=== block 1 ===
Figure 1. The clock network (block 1).
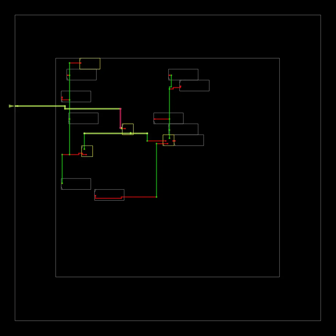

[src/rtl/fifo_access_ctrl.sv]
// Round-robin write arbiter plus write/read interleaver for a single-port-op FIFO.
// Tracks occupancy locally and returns read data one cycle after issue with a valid strobe.
module fifo_access_ctrl #(
    parameter int NREQ  = 4,
    parameter int DW    = 8,
    parameter int DEPTH = 32,
    parameter int CW    = 6
) (
    input  logic               clk,
    input  logic               rst,
    input  logic [NREQ-1:0]    req_valid,
    input  logic [NREQ*DW-1:0] req_data,
    output logic [NREQ-1:0]    req_ready,
    input  logic               rd_req,
    output logic               rd_ready,
    output logic               rd_valid,
    output logic [DW-1:0]      rd_data,
    output logic [CW-1:0]      level,
    output logic               fifo_wr_en,
    output logic               fifo_rd_en,
    output logic [DW-1:0]      fifo_data_in,
    input  logic [DW-1:0]      fifo_data_op,
    input  logic               fifo_full,
    input  logic               fifo_empty
);

    localparam int PW = (NREQ > 1) ? $clog2(NREQ) : 1;
    localparam logic [CW-1:0] DEPTH_L = CW'(DEPTH);
    localparam logic [PW-1:0] LAST_IDX = PW'(NREQ - 1);

    typedef enum logic {TURN_WR, TURN_RD} turn_t;

    turn_t         turn;
    logic [CW-1:0] level_q;
    logic [PW-1:0] rr_ptr;
    logic          rd_valid_q;

    logic          can_wr, can_rd, wr_pend, rd_pend, do_wr, do_rd;
    logic [PW-1:0] grant_idx;
    logic          grant_found;
    int unsigned   idx;

    // First valid requester at or after rr_ptr, wrapping around.
    always_comb begin
        grant_idx   = '0;
        grant_found = 1'b0;
        idx         = 0;
        for (int k = 0; k < NREQ; k++) begin
            idx = int'(rr_ptr) + k;
            if (idx >= NREQ) idx = idx - NREQ;
            if (!grant_found && req_valid[idx]) begin
                grant_found = 1'b1;
                grant_idx   = PW'(idx);
            end
        end
    end

    assign can_wr  = (level_q < DEPTH_L) && !fifo_full;
    assign can_rd  = (level_q != '0) && !fifo_empty;
    assign wr_pend = can_wr && grant_found;
    assign rd_pend = can_rd && rd_req;

    // The turn only breaks ties; a lone pending op always goes.
    assign do_wr = !rst && wr_pend && (!rd_pend || turn == TURN_WR);
    assign do_rd = !rst && rd_pend && (!wr_pend || turn == TURN_RD);

    assign req_ready    = do_wr ? (NREQ'(1) << grant_idx) : '0;
    assign fifo_wr_en   = do_wr;
    assign fifo_data_in = do_wr ? req_data[int'(grant_idx)*DW +: DW] : '0;
    assign rd_ready     = do_rd;
    assign fifo_rd_en   = do_rd;
    assign level        = level_q;
    assign rd_data      = fifo_data_op;

    // Masked by rst so a read issued just before reset never reports valid.
    assign rd_valid     = rd_valid_q && !rst;

    always_ff @(posedge clk) begin
        if (rst) begin
            level_q    <= '0;
            rr_ptr     <= '0;
            turn       <= TURN_WR;
            rd_valid_q <= 1'b0;
        end else begin
            rd_valid_q <= do_rd;
            if (do_wr) begin
                level_q <= level_q + 1'b1;
                rr_ptr  <= (grant_idx == LAST_IDX) ? '0 : grant_idx + 1'b1;
                turn    <= TURN_RD;
            end else if (do_rd) begin
                level_q <= level_q - 1'b1;
                turn    <= TURN_WR;
            end
        end
    end

endmodule

[config.mk]
export PLATFORM = sky130hd
export DESIGN_NAME = fifo_access_ctrl
export DESIGN_NICKNAME = d
export VERILOG_FILES = /design/src/rtl/fifo_access_ctrl.sv
export SDC_FILE = /design/constraint.sdc
export NUM_CORES = 1
export LEC_CHECK = 0
export ABC_CLOCK_PERIOD_IN_PS = 3200
export CAP_MARGIN = 20
export CORE_MARGIN = 10
export CORE_UTILIZATION = 34
export CTS_CLUSTER_DIAMETER = 50
export DETAILED_ROUTE_END_ITERATION = 16
export PLACE_DENSITY_LB_ADDON = 0.2
export SYNTH_ARGS = -nofsm -noshare
export SYNTH_HDL_FRONTEND = slang
export SYNTH_SLANG_ARGS = --single-unit
[constraint.sdc]
create_clock -name clk -period 3.2 [get_ports clk]
set_input_delay 0.64 -clock clk [delete_from_list [all_inputs] [get_ports clk]]
set_output_delay 0.64 -clock clk [all_outputs]
set_load 0.005 [all_outputs]
=== block 2 ===
<file path="src/rtl/alu_operand_stage_if.sv">
// Operand-stage bus: instruction input, writeback return and ALU-operand output channels.
// Latency: none (signal bundle only).
// Backpressure: valid/ready on the instruction and operand channels; writeback is never stalled.
interface alu_operand_stage_if #(
    parameter int CNT_W = 8
);
    logic              in_valid;
    logic              in_ready;
    logic [31:0]       in_instr;
    logic              wb_en;
    logic [4:0]        wb_rd;
    logic [31:0]       wb_data;
    logic              out_valid;
    logic              out_ready;
    logic [31:0]       out_a;
    logic [31:0]       out_b;
    logic [2:0]        out_funct3;
    logic [6:0]        out_funct7;
    logic [4:0]        out_rd;
    logic [CNT_W-1:0]  illegal_cnt;

    // Upstream fetch/writeback/ALU side that talks to the stage
    modport master (
        output in_valid, in_instr, wb_en, wb_rd, wb_data, out_ready,
        input  in_ready, out_valid, out_a, out_b, out_funct3, out_funct7, out_rd, illegal_cnt
    );

    // The operand stage itself
    modport slave (
        input  in_valid, in_instr, wb_en, wb_rd, wb_data, out_ready,
        output in_ready, out_valid, out_a, out_b, out_funct3, out_funct7, out_rd, illegal_cnt
    );
endinterface

</file>
<file path="src/rtl/alu_operand_stage.sv">
// RV32I OP/OP-IMM decode + register read, registered into a one-entry ALU operand stage.
// Latency: 1 cycle from accepted instruction to out_valid; writeback bypass is same-cycle.
// Backpressure: in_ready drops while the output is held (out_ready=0) or on an unresolved RAW hazard.
module alu_operand_stage #(
    parameter int NREGS = 32,
    parameter int CNT_W = 8
) (
    input  logic               clk,
    input  logic               rst_n,
    alu_operand_stage_if.slave io_bus
);
    localparam logic [6:0] OPC_OP    = 7'b0110011;
    localparam logic [6:0] OPC_OPIMM = 7'b0010011;

    logic [31:0]      r_regs [0:NREGS-1];
    logic [NREGS-1:0] r_pending;
    logic             r_out_valid;
    logic [31:0]      r_out_a;
    logic [31:0]      r_out_b;
    logic [2:0]       r_out_funct3;
    logic [6:0]       r_out_funct7;
    logic [4:0]       r_out_rd;
    logic [CNT_W-1:0] r_illegal_cnt;

    logic [6:0]  w_opcode;
    logic [4:0]  w_rd;
    logic [4:0]  w_rs1;
    logic [4:0]  w_rs2;
    logic [2:0]  w_funct3;
    logic        w_is_op;
    logic        w_is_opimm;
    logic        w_legal;
    logic        w_wb_wr;
    logic        w_fwd1;
    logic        w_fwd2;
    logic [31:0] w_rs1_val;
    logic [31:0] w_rs2_val;
    logic [31:0] w_b;
    logic [6:0]  w_funct7;
    logic        w_hazard;
    logic        w_in_ready;
    logic        w_xfer;
    logic        w_legal_xfer;
    logic        w_illegal_xfer;

    assign w_opcode   = io_bus.in_instr[6:0];
    assign w_rd       = io_bus.in_instr[11:7];
    assign w_funct3   = io_bus.in_instr[14:12];
    assign w_rs1      = io_bus.in_instr[19:15];
    assign w_rs2      = io_bus.in_instr[24:20];
    assign w_is_op    = (w_opcode == OPC_OP);
    assign w_is_opimm = (w_opcode == OPC_OPIMM);
    assign w_legal    = w_is_op || w_is_opimm;

    // A writeback to x0 is a no-op for the regfile, the bypass and the scoreboard alike
    assign w_wb_wr = io_bus.wb_en && (io_bus.wb_rd != 5'd0);
    assign w_fwd1  = w_wb_wr && (io_bus.wb_rd == w_rs1);
    assign w_fwd2  = w_wb_wr && (io_bus.wb_rd == w_rs2);

    // Source operand read: x0 reads zero, same-cycle writeback wins over the stale regfile copy
    always_comb begin
        w_rs1_val = r_regs[w_rs1];
        w_rs2_val = r_regs[w_rs2];
        if (w_rs1 == 5'd0) begin
            w_rs1_val = 32'd0;
        end else if (w_fwd1) begin
            w_rs1_val = io_bus.wb_data;
        end
        if (w_rs2 == 5'd0) begin
            w_rs2_val = 32'd0;
        end else if (w_fwd2) begin
            w_rs2_val = io_bus.wb_data;
        end
    end

    // Operand B and funct7 selection; shift-immediates keep funct7 to tell SRLI from SRAI
    always_comb begin
        w_b      = w_rs2_val;
        w_funct7 = io_bus.in_instr[31:25];
        if (w_is_opimm) begin
            w_b = {{20{io_bus.in_instr[31]}}, io_bus.in_instr[31:20]};
            if ((w_funct3 != 3'b001) && (w_funct3 != 3'b101)) begin
                w_funct7 = 7'd0;
            end
        end
    end

    // RAW hazard: a pending source not rescued by this cycle's writeback; rs2 only matters for OP
    always_comb begin
        w_hazard = 1'b0;
        if (io_bus.in_valid && w_legal) begin
            if ((w_rs1 != 5'd0) && r_pending[w_rs1] && !w_fwd1) begin
                w_hazard = 1'b1;
            end
            if (w_is_op && (w_rs2 != 5'd0) && r_pending[w_rs2] && !w_fwd2) begin
                w_hazard = 1'b1;
            end
        end
    end

    assign w_in_ready     = (!r_out_valid || io_bus.out_ready) && !w_hazard;
    assign w_xfer         = io_bus.in_valid && w_in_ready;
    assign w_legal_xfer   = w_xfer && w_legal;
    assign w_illegal_xfer = w_xfer && !w_legal;

    // Architectural register file; x0 is never written
    always_ff @(posedge clk or negedge rst_n) begin
        if (!rst_n) begin
            for (int i = 0; i < NREGS; i++) begin
                r_regs[i] <= 32'd0;
            end
        end else if (w_wb_wr) begin
            r_regs[io_bus.wb_rd] <= io_bus.wb_data;
        end
    end

    // Pending-producer scoreboard; a new producer beats a same-cycle writeback to the same reg
    always_ff @(posedge clk or negedge rst_n) begin
        if (!rst_n) begin
            r_pending <= '0;
        end else begin
            for (int i = 1; i < NREGS; i++) begin
                if (w_legal_xfer && (w_rd == 5'(i))) begin
                    r_pending[i] <= 1'b1;
                end else if (w_wb_wr && (io_bus.wb_rd == 5'(i))) begin
                    r_pending[i] <= 1'b0;
                end
            end
        end
    end

    // One-entry output register: load on legal transfer, drain on out_ready, otherwise hold
    always_ff @(posedge clk or negedge rst_n) begin
        if (!rst_n) begin
            r_out_valid  <= 1'b0;
            r_out_a      <= 32'd0;
            r_out_b      <= 32'd0;
            r_out_funct3 <= 3'd0;
            r_out_funct7 <= 7'd0;
            r_out_rd     <= 5'd0;
        end else if (w_legal_xfer) begin
            r_out_valid  <= 1'b1;
            r_out_a      <= w_rs1_val;
            r_out_b      <= w_b;
            r_out_funct3 <= w_funct3;
            r_out_funct7 <= w_funct7;
            r_out_rd     <= w_rd;
        end else if (io_bus.out_ready) begin
            r_out_valid  <= 1'b0;
        end
    end

    // Saturating count of accepted-and-dropped non-ALU instructions
    always_ff @(posedge clk or negedge rst_n) begin
        if (!rst_n) begin
            r_illegal_cnt <= '0;
        end else if (w_illegal_xfer && (r_illegal_cnt != '1)) begin
            r_illegal_cnt <= r_illegal_cnt + 1'b1;
        end
    end

    assign io_bus.in_ready    = w_in_ready;
    assign io_bus.out_valid   = r_out_valid;
    assign io_bus.out_a       = r_out_a;
    assign io_bus.out_b       = r_out_b;
    assign io_bus.out_funct3  = r_out_funct3;
    assign io_bus.out_funct7  = r_out_funct7;
    assign io_bus.out_rd      = r_out_rd;
    assign io_bus.illegal_cnt = r_illegal_cnt;
endmodule

</file>
<file path="src/flat_wrapper.sv">
// flat-port wrapper written by rule: the top's interface ports become plain ports
module alu_operand_stage_flat 
#(
    parameter int NREGS = 32,
    parameter int CNT_W = 8
)
  (clk, rst_n, io_bus_in_valid, io_bus_in_instr, io_bus_wb_en, io_bus_wb_rd, io_bus_wb_data, io_bus_out_ready, io_bus_in_ready, io_bus_out_valid, io_bus_out_a, io_bus_out_b, io_bus_out_funct3, io_bus_out_funct7, io_bus_out_rd, io_bus_illegal_cnt);
  alu_operand_stage_if #(.CNT_W(CNT_W)) io_bus_i ();
  input  logic clk;
  input  logic rst_n;
  input wire logic [$bits(io_bus_i.in_valid)-1:0] io_bus_in_valid;
  input wire logic [$bits(io_bus_i.in_instr)-1:0] io_bus_in_instr;
  input wire logic [$bits(io_bus_i.wb_en)-1:0] io_bus_wb_en;
  input wire logic [$bits(io_bus_i.wb_rd)-1:0] io_bus_wb_rd;
  input wire logic [$bits(io_bus_i.wb_data)-1:0] io_bus_wb_data;
  input wire logic [$bits(io_bus_i.out_ready)-1:0] io_bus_out_ready;
  output wire logic [$bits(io_bus_i.in_ready)-1:0] io_bus_in_ready;
  output wire logic [$bits(io_bus_i.out_valid)-1:0] io_bus_out_valid;
  output wire logic [$bits(io_bus_i.out_a)-1:0] io_bus_out_a;
  output wire logic [$bits(io_bus_i.out_b)-1:0] io_bus_out_b;
  output wire logic [$bits(io_bus_i.out_funct3)-1:0] io_bus_out_funct3;
  output wire logic [$bits(io_bus_i.out_funct7)-1:0] io_bus_out_funct7;
  output wire logic [$bits(io_bus_i.out_rd)-1:0] io_bus_out_rd;
  output wire logic [$bits(io_bus_i.illegal_cnt)-1:0] io_bus_illegal_cnt;
  assign io_bus_i.in_valid = io_bus_in_valid;
  assign io_bus_i.in_instr = io_bus_in_instr;
  assign io_bus_i.wb_en = io_bus_wb_en;
  assign io_bus_i.wb_rd = io_bus_wb_rd;
  assign io_bus_i.wb_data = io_bus_wb_data;
  assign io_bus_i.out_ready = io_bus_out_ready;
  assign io_bus_in_ready = io_bus_i.in_ready;
  assign io_bus_out_valid = io_bus_i.out_valid;
  assign io_bus_out_a = io_bus_i.out_a;
  assign io_bus_out_b = io_bus_i.out_b;
  assign io_bus_out_funct3 = io_bus_i.out_funct3;
  assign io_bus_out_funct7 = io_bus_i.out_funct7;
  assign io_bus_out_rd = io_bus_i.out_rd;
  assign io_bus_illegal_cnt = io_bus_i.illegal_cnt;
  alu_operand_stage #(.NREGS(NREGS), .CNT_W(CNT_W)) u_core (.clk(clk), .rst_n(rst_n), .io_bus(io_bus_i));
endmodule
</file>
<file path="config.mk">
export PLATFORM = sky130hd
export DESIGN_NAME = alu_operand_stage_flat
export DESIGN_NICKNAME = d
export VERILOG_FILES = /design/src/rtl/alu_operand_stage_if.sv /design/src/rtl/alu_operand_stage.sv /design/src/flat_wrapper.sv
export SDC_FILE = /design/constraint.sdc
export NUM_CORES = 2
export LEC_CHECK = 0
export CAP_MARGIN = 20
export CORE_MARGIN = 3
export CORE_UTILIZATION = 35
export DETAILED_ROUTE_END_ITERATION = 16
export GPL_TIMING_DRIVEN = 1
export RECOVER_POWER = 50
export SYNTH_ARGS = -nofsm -noshare
export SYNTH_HDL_FRONTEND = slang
export SYNTH_SLANG_ARGS = --single-unit
</file>
<file path="constraint.sdc">
create_clock -name clk -period 3.25 [get_ports clk]
set_input_delay 0.65 -clock clk [delete_from_list [all_inputs] [get_ports clk]]
set_output_delay 0.65 -clock clk [all_outputs]
set_load 0.01 [all_outputs]
</file>
=== block 3 ===
<file path="src/rtl/sd_pkg.sv">
// Shared types and constants for the SD command-line response receiver.
package sd_pkg;

  typedef enum logic [1:0] {
    IDLE = 2'd0,
    WAIT = 2'd1,
    RECV = 2'd2,
    DONE = 2'd3
  } sd_resp_state_t;

  localparam logic [6:0] SD_CRC7_POLY    = 7'h09;
  localparam int         SD_RESP_R1_BITS = 48;

endpackage

</file>
<file path="src/rtl/sd_crc7_ser.sv">
// Serial CRC7 (x^7 + x^3 + 1), initial value 0, one message bit per bit_en.
module sd_crc7_ser
  import sd_pkg::*;
(
  input  logic       clk,
  input  logic       n_rst,
  input  logic       clear,
  input  logic       bit_en,
  input  logic       bit_in,
  output logic [6:0] crc
);

  logic [6:0] crc_q, crc_d;
  logic       fb;

  always_comb begin
    crc_d = crc_q;
    fb    = bit_in ^ crc_q[6];
    if (clear) begin
      crc_d = '0;
    end else if (bit_en) begin
      crc_d = {crc_q[5:0], 1'b0} ^ (fb ? SD_CRC7_POLY : 7'h00);
    end
  end

  always_ff @(posedge clk or negedge n_rst) begin
    if (!n_rst) crc_q <= '0;
    else        crc_q <= crc_d;
  end

  assign crc = crc_q;

endmodule

</file>
<file path="src/rtl/sd_resp_rx.sv">
// SD CMD-line response receiver: start-bit hunt, MSB-first capture, framing and CRC7 check.
// Define SD_RESP_CRC_EN to build the CRC7 checker; otherwise crc_err is tied 0.
module sd_resp_rx
  import sd_pkg::*;
#(
  parameter int RESP_BITS       = SD_RESP_R1_BITS,
  parameter int TIMEOUT_STROBES = 64
) (
  input  logic                 clk,
  input  logic                 n_rst,
  input  logic                 sample_en,
  input  logic                 cmd_in,
  input  logic                 arm,
  input  logic                 resp_ack,
  output logic [RESP_BITS-1:0] resp_data,
  output logic                 resp_valid,
  output logic                 crc_err,
  output logic                 frame_err,
  output logic                 timeout,
  output logic                 busy,
  output sd_resp_state_t       state_dbg
);

  // Handshake: resp_valid stays high in DONE with resp_data and the error
  // flags frozen; the response is consumed on the edge where resp_ack is high.

  localparam int CW = $clog2(RESP_BITS + 1);
  localparam int TW = $clog2(TIMEOUT_STROBES + 1);

  sd_resp_state_t       state_q, state_d;
  logic [RESP_BITS-1:0] data_q, data_d;
  logic [CW-1:0]        bit_cnt_q, bit_cnt_d;
  logic [TW-1:0]        strobe_cnt_q, strobe_cnt_d;
  logic                 timeout_q, timeout_d;

  always_comb begin
    state_d      = state_q;
    data_d       = data_q;
    bit_cnt_d    = bit_cnt_q;
    strobe_cnt_d = strobe_cnt_q;
    timeout_d    = 1'b0;
    case (state_q)
      IDLE: begin
        if (arm) begin
          state_d      = WAIT;
          strobe_cnt_d = '0;
          bit_cnt_d    = '0;
        end
      end
      WAIT: begin
        if (sample_en) begin
          if (!cmd_in) begin
            state_d   = RECV;
            data_d    = {data_q[RESP_BITS-2:0], 1'b0};
            bit_cnt_d = CW'(1);
          end else begin
            strobe_cnt_d = strobe_cnt_q + TW'(1);
            if (strobe_cnt_q + TW'(1) == TW'(TIMEOUT_STROBES)) begin
              timeout_d = 1'b1;
              state_d   = IDLE;
            end
          end
        end
      end
      RECV: begin
        if (sample_en) begin
          data_d    = {data_q[RESP_BITS-2:0], cmd_in};
          bit_cnt_d = bit_cnt_q + CW'(1);
          if (bit_cnt_q == CW'(RESP_BITS - 1)) state_d = DONE;
        end
      end
      DONE: begin
        // A fresh arm alongside the ack chains straight into the next wait.
        if (resp_ack) begin
          if (arm) begin
            state_d      = WAIT;
            strobe_cnt_d = '0;
            bit_cnt_d    = '0;
          end else begin
            state_d = IDLE;
          end
        end
      end
      default: state_d = IDLE;
    endcase
  end

  always_ff @(posedge clk or negedge n_rst) begin
    if (!n_rst) begin
      state_q      <= IDLE;
      data_q       <= '0;
      bit_cnt_q    <= '0;
      strobe_cnt_q <= '0;
      timeout_q    <= 1'b0;
    end else begin
      state_q      <= state_d;
      data_q       <= data_d;
      bit_cnt_q    <= bit_cnt_d;
      strobe_cnt_q <= strobe_cnt_d;
      timeout_q    <= timeout_d;
    end
  end

  assign resp_data  = data_q;
  assign resp_valid = (state_q == DONE);
  assign frame_err  = (state_q == DONE) && (data_q[RESP_BITS-2] || !data_q[0]);
  assign timeout    = timeout_q;
  assign busy       = (state_q != IDLE);
  assign state_dbg  = state_q;

`ifdef SD_RESP_CRC_EN
  logic       crc_clear, crc_bit_en;
  logic [6:0] crc_w;

  // CRC covers start bit through the last payload bit, not the CRC/end byte.
  assign crc_clear  = arm && ((state_q == IDLE) || ((state_q == DONE) && resp_ack));
  assign crc_bit_en = sample_en &&
                      (((state_q == WAIT) && !cmd_in) ||
                       ((state_q == RECV) && (bit_cnt_q < CW'(RESP_BITS - 8))));

  sd_crc7_ser u_crc7 (
    .clk   (clk),
    .n_rst (n_rst),
    .clear (crc_clear),
    .bit_en(crc_bit_en),
    .bit_in(cmd_in),
    .crc   (crc_w)
  );

  assign crc_err = (state_q == DONE) && (data_q[7:1] != crc_w);
`else
  assign crc_err = 1'b0;
`endif

endmodule
</file>
<file path="config.mk">
export PLATFORM = sky130hd
export DESIGN_NAME = sd_resp_rx
export DESIGN_NICKNAME = d
export VERILOG_FILES = /design/src/rtl/sd_pkg.sv /design/src/rtl/sd_crc7_ser.sv /design/src/rtl/sd_resp_rx.sv
export SDC_FILE = /design/constraint.sdc
export NUM_CORES = 1
export LEC_CHECK = 0
export CAP_MARGIN = 20
export CORE_MARGIN = 2
export CORE_UTILIZATION = 35
export DETAILED_ROUTE_END_ITERATION = 10
export HOLD_SLACK_MARGIN = 0.1
export PLACE_DENSITY = 0.59
export SLEW_MARGIN = 0
export SYNTH_ARGS = -nofsm -noshare
export SYNTH_HDL_FRONTEND = slang
export SYNTH_SLANG_ARGS = --single-unit
</file>
<file path="constraint.sdc">
create_clock -name clk -period 2.4 [get_ports clk]
set_clock_uncertainty 0.2 [all_clocks]
set_input_delay 0.72 -clock clk [delete_from_list [all_inputs] [get_ports clk]]
set_output_delay 0.72 -clock clk [all_outputs]
set_load 0.05 [all_outputs]
</file>

==> layout pictures side by side <==
Cells colored by class.
picture 1
Bar = 20 µm. Fill, decap, tap and diode cells in gray.
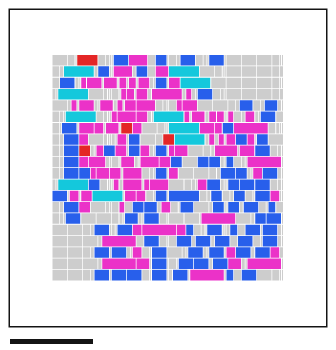
picture 2
Bar = 20 µm. Fill, decap, tap and diode cells in gray.
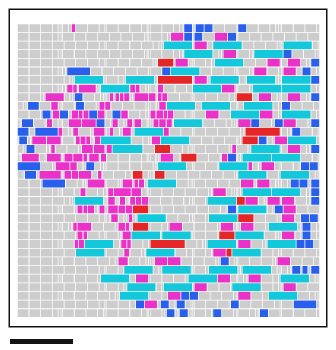
picture 3
Bar = 100 µm. Fill, decap, tap and diode cells in gray.
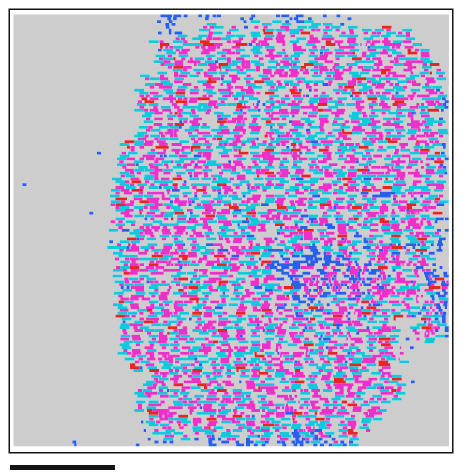
Picture 1 comes from block 1.
Picture 2 comes from block 3.
Picture 3 comes from block 2.
Of these, highest utilization: picture 1

Figure 2. Met2 routing (block 2).
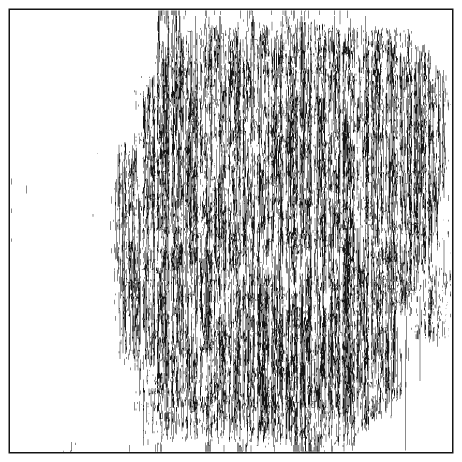
main direction = vertical
longest straight run = 160 µm
wire length on this layer = 95.1 mm
nets with wire on the layer = 3740
share of all routed wire = 49%

==> impl_metrics.json, block 2 <==
{
  "num-multi-input-gates": 2121,
  "violations": "max-capacitance violations, max-slew violations, negative setup slack",
  "drive_gt1_frac": 0.5680,
  "globalplace.congestion": 0.8137,
  "status": "complete, but fails checks",
  "top_cells_by_count": "dfrtp_1 (1143), mux2_2 (1036), mux4_2 (652), clkbuf_1 (293), nand2_1 (93)",
  "fin_worst_skew_ns": 0.03717,
  "ys_types": 52,
  "holdWs_ns": 0.3929,
  "portBuffers": 162,
  "finalSetupTns_ns": -0.3936,
  "synthArstFlopShare": 1.000,
  "met1_usage": 0.2991,
  "synth_cells": 3745,
  "met3_length_um": 11470,
  "power_density_nw_per_um2": 596.8,
  "pg_clk_uw": 14700,
  "ir_drop_v": 0.0004078,
  "track_usage": 0.2216,
  "finalSetupViolCount": 14,
  "slowest_stage": "clkdlybuf4s50_1",
  "clockRootBuffer": "clkbuf_16",
  "synth_area_leader_cell": "dfrtp_1",
  "cts_sinks": 1143,
  "holdCritPathClass": "flop to flop",
  "vias": 37180,
  "synth.logic.top_family": "multiplexers",
  "r2r_start": "u_core.r_pending[13]",
  "area_leaders": "dfrtp_1 (48%), mux4_2 (24%), mux2_2 (19%), clkbuf_1 (1.8%), mux2i_1 (0.68%)",
  "cap_viol_max_count": 1,
  "die_h_um": 420.4,
  "setup_slack_ns": -0.1124,
  "cp_num_buf_inv": 4,
  "finalMaxSlewViolations": 15,
  "fin_crit_ns": 3.362
}
block 2: registers in the layout, indices dropped and copies added (netlist names):
| signal | cells |
|---|---|
| u_core.io_bus.out_a | 32 |
| u_core.io_bus.out_funct3 | 3 |
| u_core.r_pending | 31 |
| u_core.io_bus.out_b | 32 |
| u_core.io_bus.illegal_cnt | 8 |
| u_core.io_bus.out_rd | 5 |
| u_core.r_regs | 1024 |
| u_core.io_bus.out_funct7 | 7 |
| u_core.io_bus.out_valid | 1 |
block 2: worst max-delay path by stage:
| stage | startpoint | end | slack [ns] | cells after the start |
|---|---|---|---|---|
| 2_1_floorplan | io_bus_in_instr[16] | u_core.io_bus.out_a[0] | 0.14 | 9 |
| 6_report | io_bus_wb_rd[4] | io_bus_in_ready | -0.11 | 9 |
| 3_3_place_gp | io_bus_wb_rd[3] | u_core.io_bus.out_b[21] | -0.83 | 10 |
| 4_1_cts | u_core.r_pending[13] | io_bus_in_ready | -0.14 | 8 |
| 3_5_place_dp | io_bus_wb_rd[1] | io_bus_in_ready | -0.75 | 9 |
| 5_1_grt | u_core.r_pending[13] | io_bus_in_ready | -0.21 | 8 |
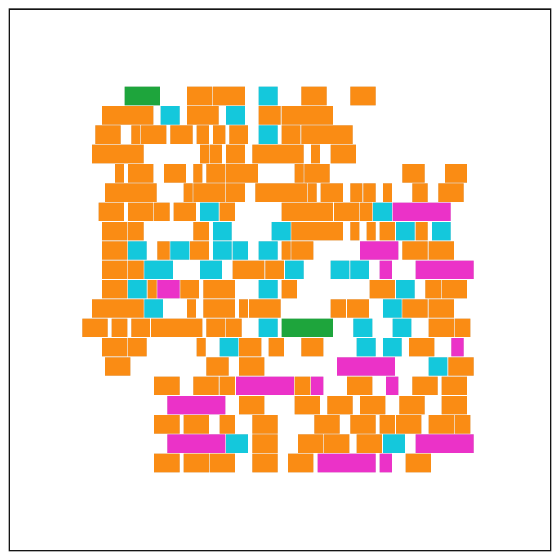
Figure 3: block 1, drive-strength map.
cyan -> _3 and _4 cells  # cells 34, share 18%
green -> _6 and larger  # cells 2, share 1.0%
orange -> _0 and _1 cells  # cells 142, share 74%
magenta -> _2 cells  # cells 15, share 7.8%

Notes on Figure 1 above:
skew final: 0.005521 ns
flip-flops: 10
# clk buffers: 4
later-pin clock latency in the skew report: 0.27 ns

==> impl_metrics.json, block 1 <==
{
  "status": "complete, no violations",
  "drc": 0,
  "start_kind": "primary input",
  "crit_end": "fifo_wr_en",
  "cts_buffer_depth": 2,
  "p_sw_uw": 316.3,
  "ant_nets": 0,
  "dpl-instance-area_um2": 1798,
  "yosysChipArea_um2": 1067,
  "wire_per_inst_um": 15.77,
  "clock.fmax_mhz": 317.5,
  "num_antenna_cells": 0,
  "clockRootBuffer": "clkbuf_4",
  "dp.cells": 226,
  "fin_crit_ns": 3.149,
  "worstPathArrival_ns": 2.51,
  "syn-num-nets": 171,
  "ir_drop_v": 0.0003077,
  "antenna_found_initial": 0,
  "pwr-share-seq": 0.216,
  "fin_crit_sh": 0.9842,
  "pg_clk_uw": 115,
  "portBuffers": 62,
  "ff_type": "dfxtp_1",
  "largest_reg_flops": 6,
  "die_h_um": 76.03,
  "pwr-share-comb": 0.659,
  "tritoncts": "done",
  "switching_share": 0.3443,
  "rr_endpoint": "level[5]",
  "grt_pass1_wl_um": 5975,
  "total_power_uw": 918.9,
  "clkPwrFrac": 0.125
}
[block 1: worst max-delay path: cells and delay by family]
kind	cells	cell delay [ns]
and+or+nand+nor	2	0.77
buffers and inverters	4	1.10
[block 1: cell families (layout without fill, tap and decap cells)]
family                   count (synthesis)  after routing  synth area share
buffers and inverters                   19             99            0.1102
multiplexers                            13             13            0.2192
flip-flops                              10             10            0.1876
AND/OR/NAND/NOR                         34             34            0.1747
XOR/XNOR                                 4              4           0.03282
adder cells (fa/ha/maj)                  9              9            0.1125
AND-OR/OR-AND                           24             24            0.1629
[block 1: cell type report]
type                            count  area, µm²
Fill cell                         287       1151
Timing Repair Buffer               89      803.3
Multi-Input combinational cell     84      757.0
Sequential cell                    10      200.2
Tap cell                           44      55.05
Clock buffer                        4      36.28
Inverter                            6      25.02
[block 1: metal layers]
layer | track usage | share of wire | wire, µm | up-vias
met2 | 0.2321 | 0.54 | 2023 | 34
met5 | 0 | 0 | 0 | -
met1 | 0.1303 | 0.40 | 1503 | 527
met4 | 0.007576 | 0.0011 | 4 | 0
li1 | - | - | - | 566
met3 | 0.04127 | 0.055 | 206 | 2
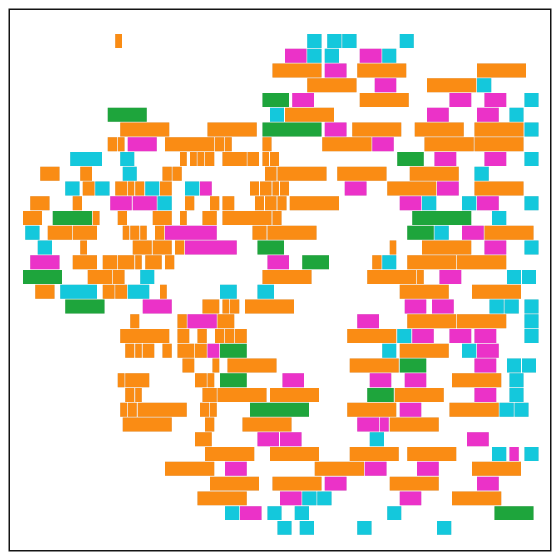
Figure 4: block 3, drive-strength map.
orange -> _0 and _1 cells  # cells 163, share 54%
magenta -> _2 cells  # cells 58, share 19%
cyan -> _3 and _4 cells  # cells 65, share 21%
green -> _6 and larger  # cells 17, share 5.6%

==> impl_metrics.json, block 3 <==
{
  "clkPwrFrac": 0.254,
  "drt_iter0_drc": 52,
  "ff_type": "dfrtp_1",
  "hold_viol_final": 0,
  "ir_drop_v": 0.0008653,
  "grt_pass1_vias": 1950,
  "synthXorXnorAreaFrac": 0.005482,
  "drive_gt1_frac": 0.4620,
  "path_cells": "clkdlybuf4s50_1 -> buf_4 -> nand2_1 -> nor3_1 -> o221ai_2 -> or4b_1 -> nand3_1",
  "die_h_um": 99.55,
  "globalplace.congestion": 0.7453,
  "cts_buffers": 9,
  "startpoint": "sample_en",
  "crit_cells": 7,
  "ys_sh_simple": 0.08105,
  "ys_types": 37,
  "fill_cells": 841,
  "ys_cells": 274,
  "top_cells_by_count": "dfrtp_1 (64), buf_4 (49), mux2_2 (47), o21ai_0 (20), nand2_1 (12)",
  "nNetsFinal": 311,
  "grt_overflow": 0,
  "grt_max_degree": 65,
  "dpl-instance-area_um2": 3545,
  "cts_buffer_depth": 2,
  "num_antenna_cells": 0,
  "cts_sinks": 64,
  "track_usage": 0.1187,
  "first_pass_iters": 6,
  "p_seq_uw": 1400,
  "status": "complete, no violations",
  "most_common_cell": "dfrtp_1",
  "top_cell_area_share": 0.5012,
  "wire_per_inst_um": 13.65,
  "pg_clk_uw": 1120,
  "power_density_nw_per_um2": 1157
}
[block 3: timing repair]
action / CTS / global route
resized: 0 / 2
hold buffers: 0 / 0
setup endpoints to repair: 0 / 2
[block 3: metal layers]
| layer | vias to the layer above | global-route usage | wire, µm |
|---|---|---|---|
| met1 | 969 | 0.1614 | 2818 |
| li1 | 948 | - | - |
| met3 | 10 | 0.02952 | 250 |
| met2 | 60 | 0.1757 | 2440 |
| met4 | 0 | 0.06006 | 102 |
| met5 | - | 0 | 0 |
[block 3: registers in the layout, summed over array words and instances, names as in the netlist, named ones only]
name	flops
bit_cnt_q	6
resp_data	48
state_dbg	1
strobe_cnt_q	7
timeout	1
[block 3: area by class of cell]
class | instances | area, µm² | share of cell area
Tap cell | 108 | 135.1 | 0.03556
Inverter | 6 | 22.52 | 0.005927
Sequential cell | 64 | 1604 | 0.4221
Multi-Input combinational cell | 148 | 1206 | 0.3174
Clock buffer | 9 | 123.9 | 0.03260
Timing Repair Buffer | 69 | 588.1 | 0.1548
Clock inverter | 7 | 120.1 | 0.03161

Power figures rest on the tool's default switching activity, not on a simulated workload.
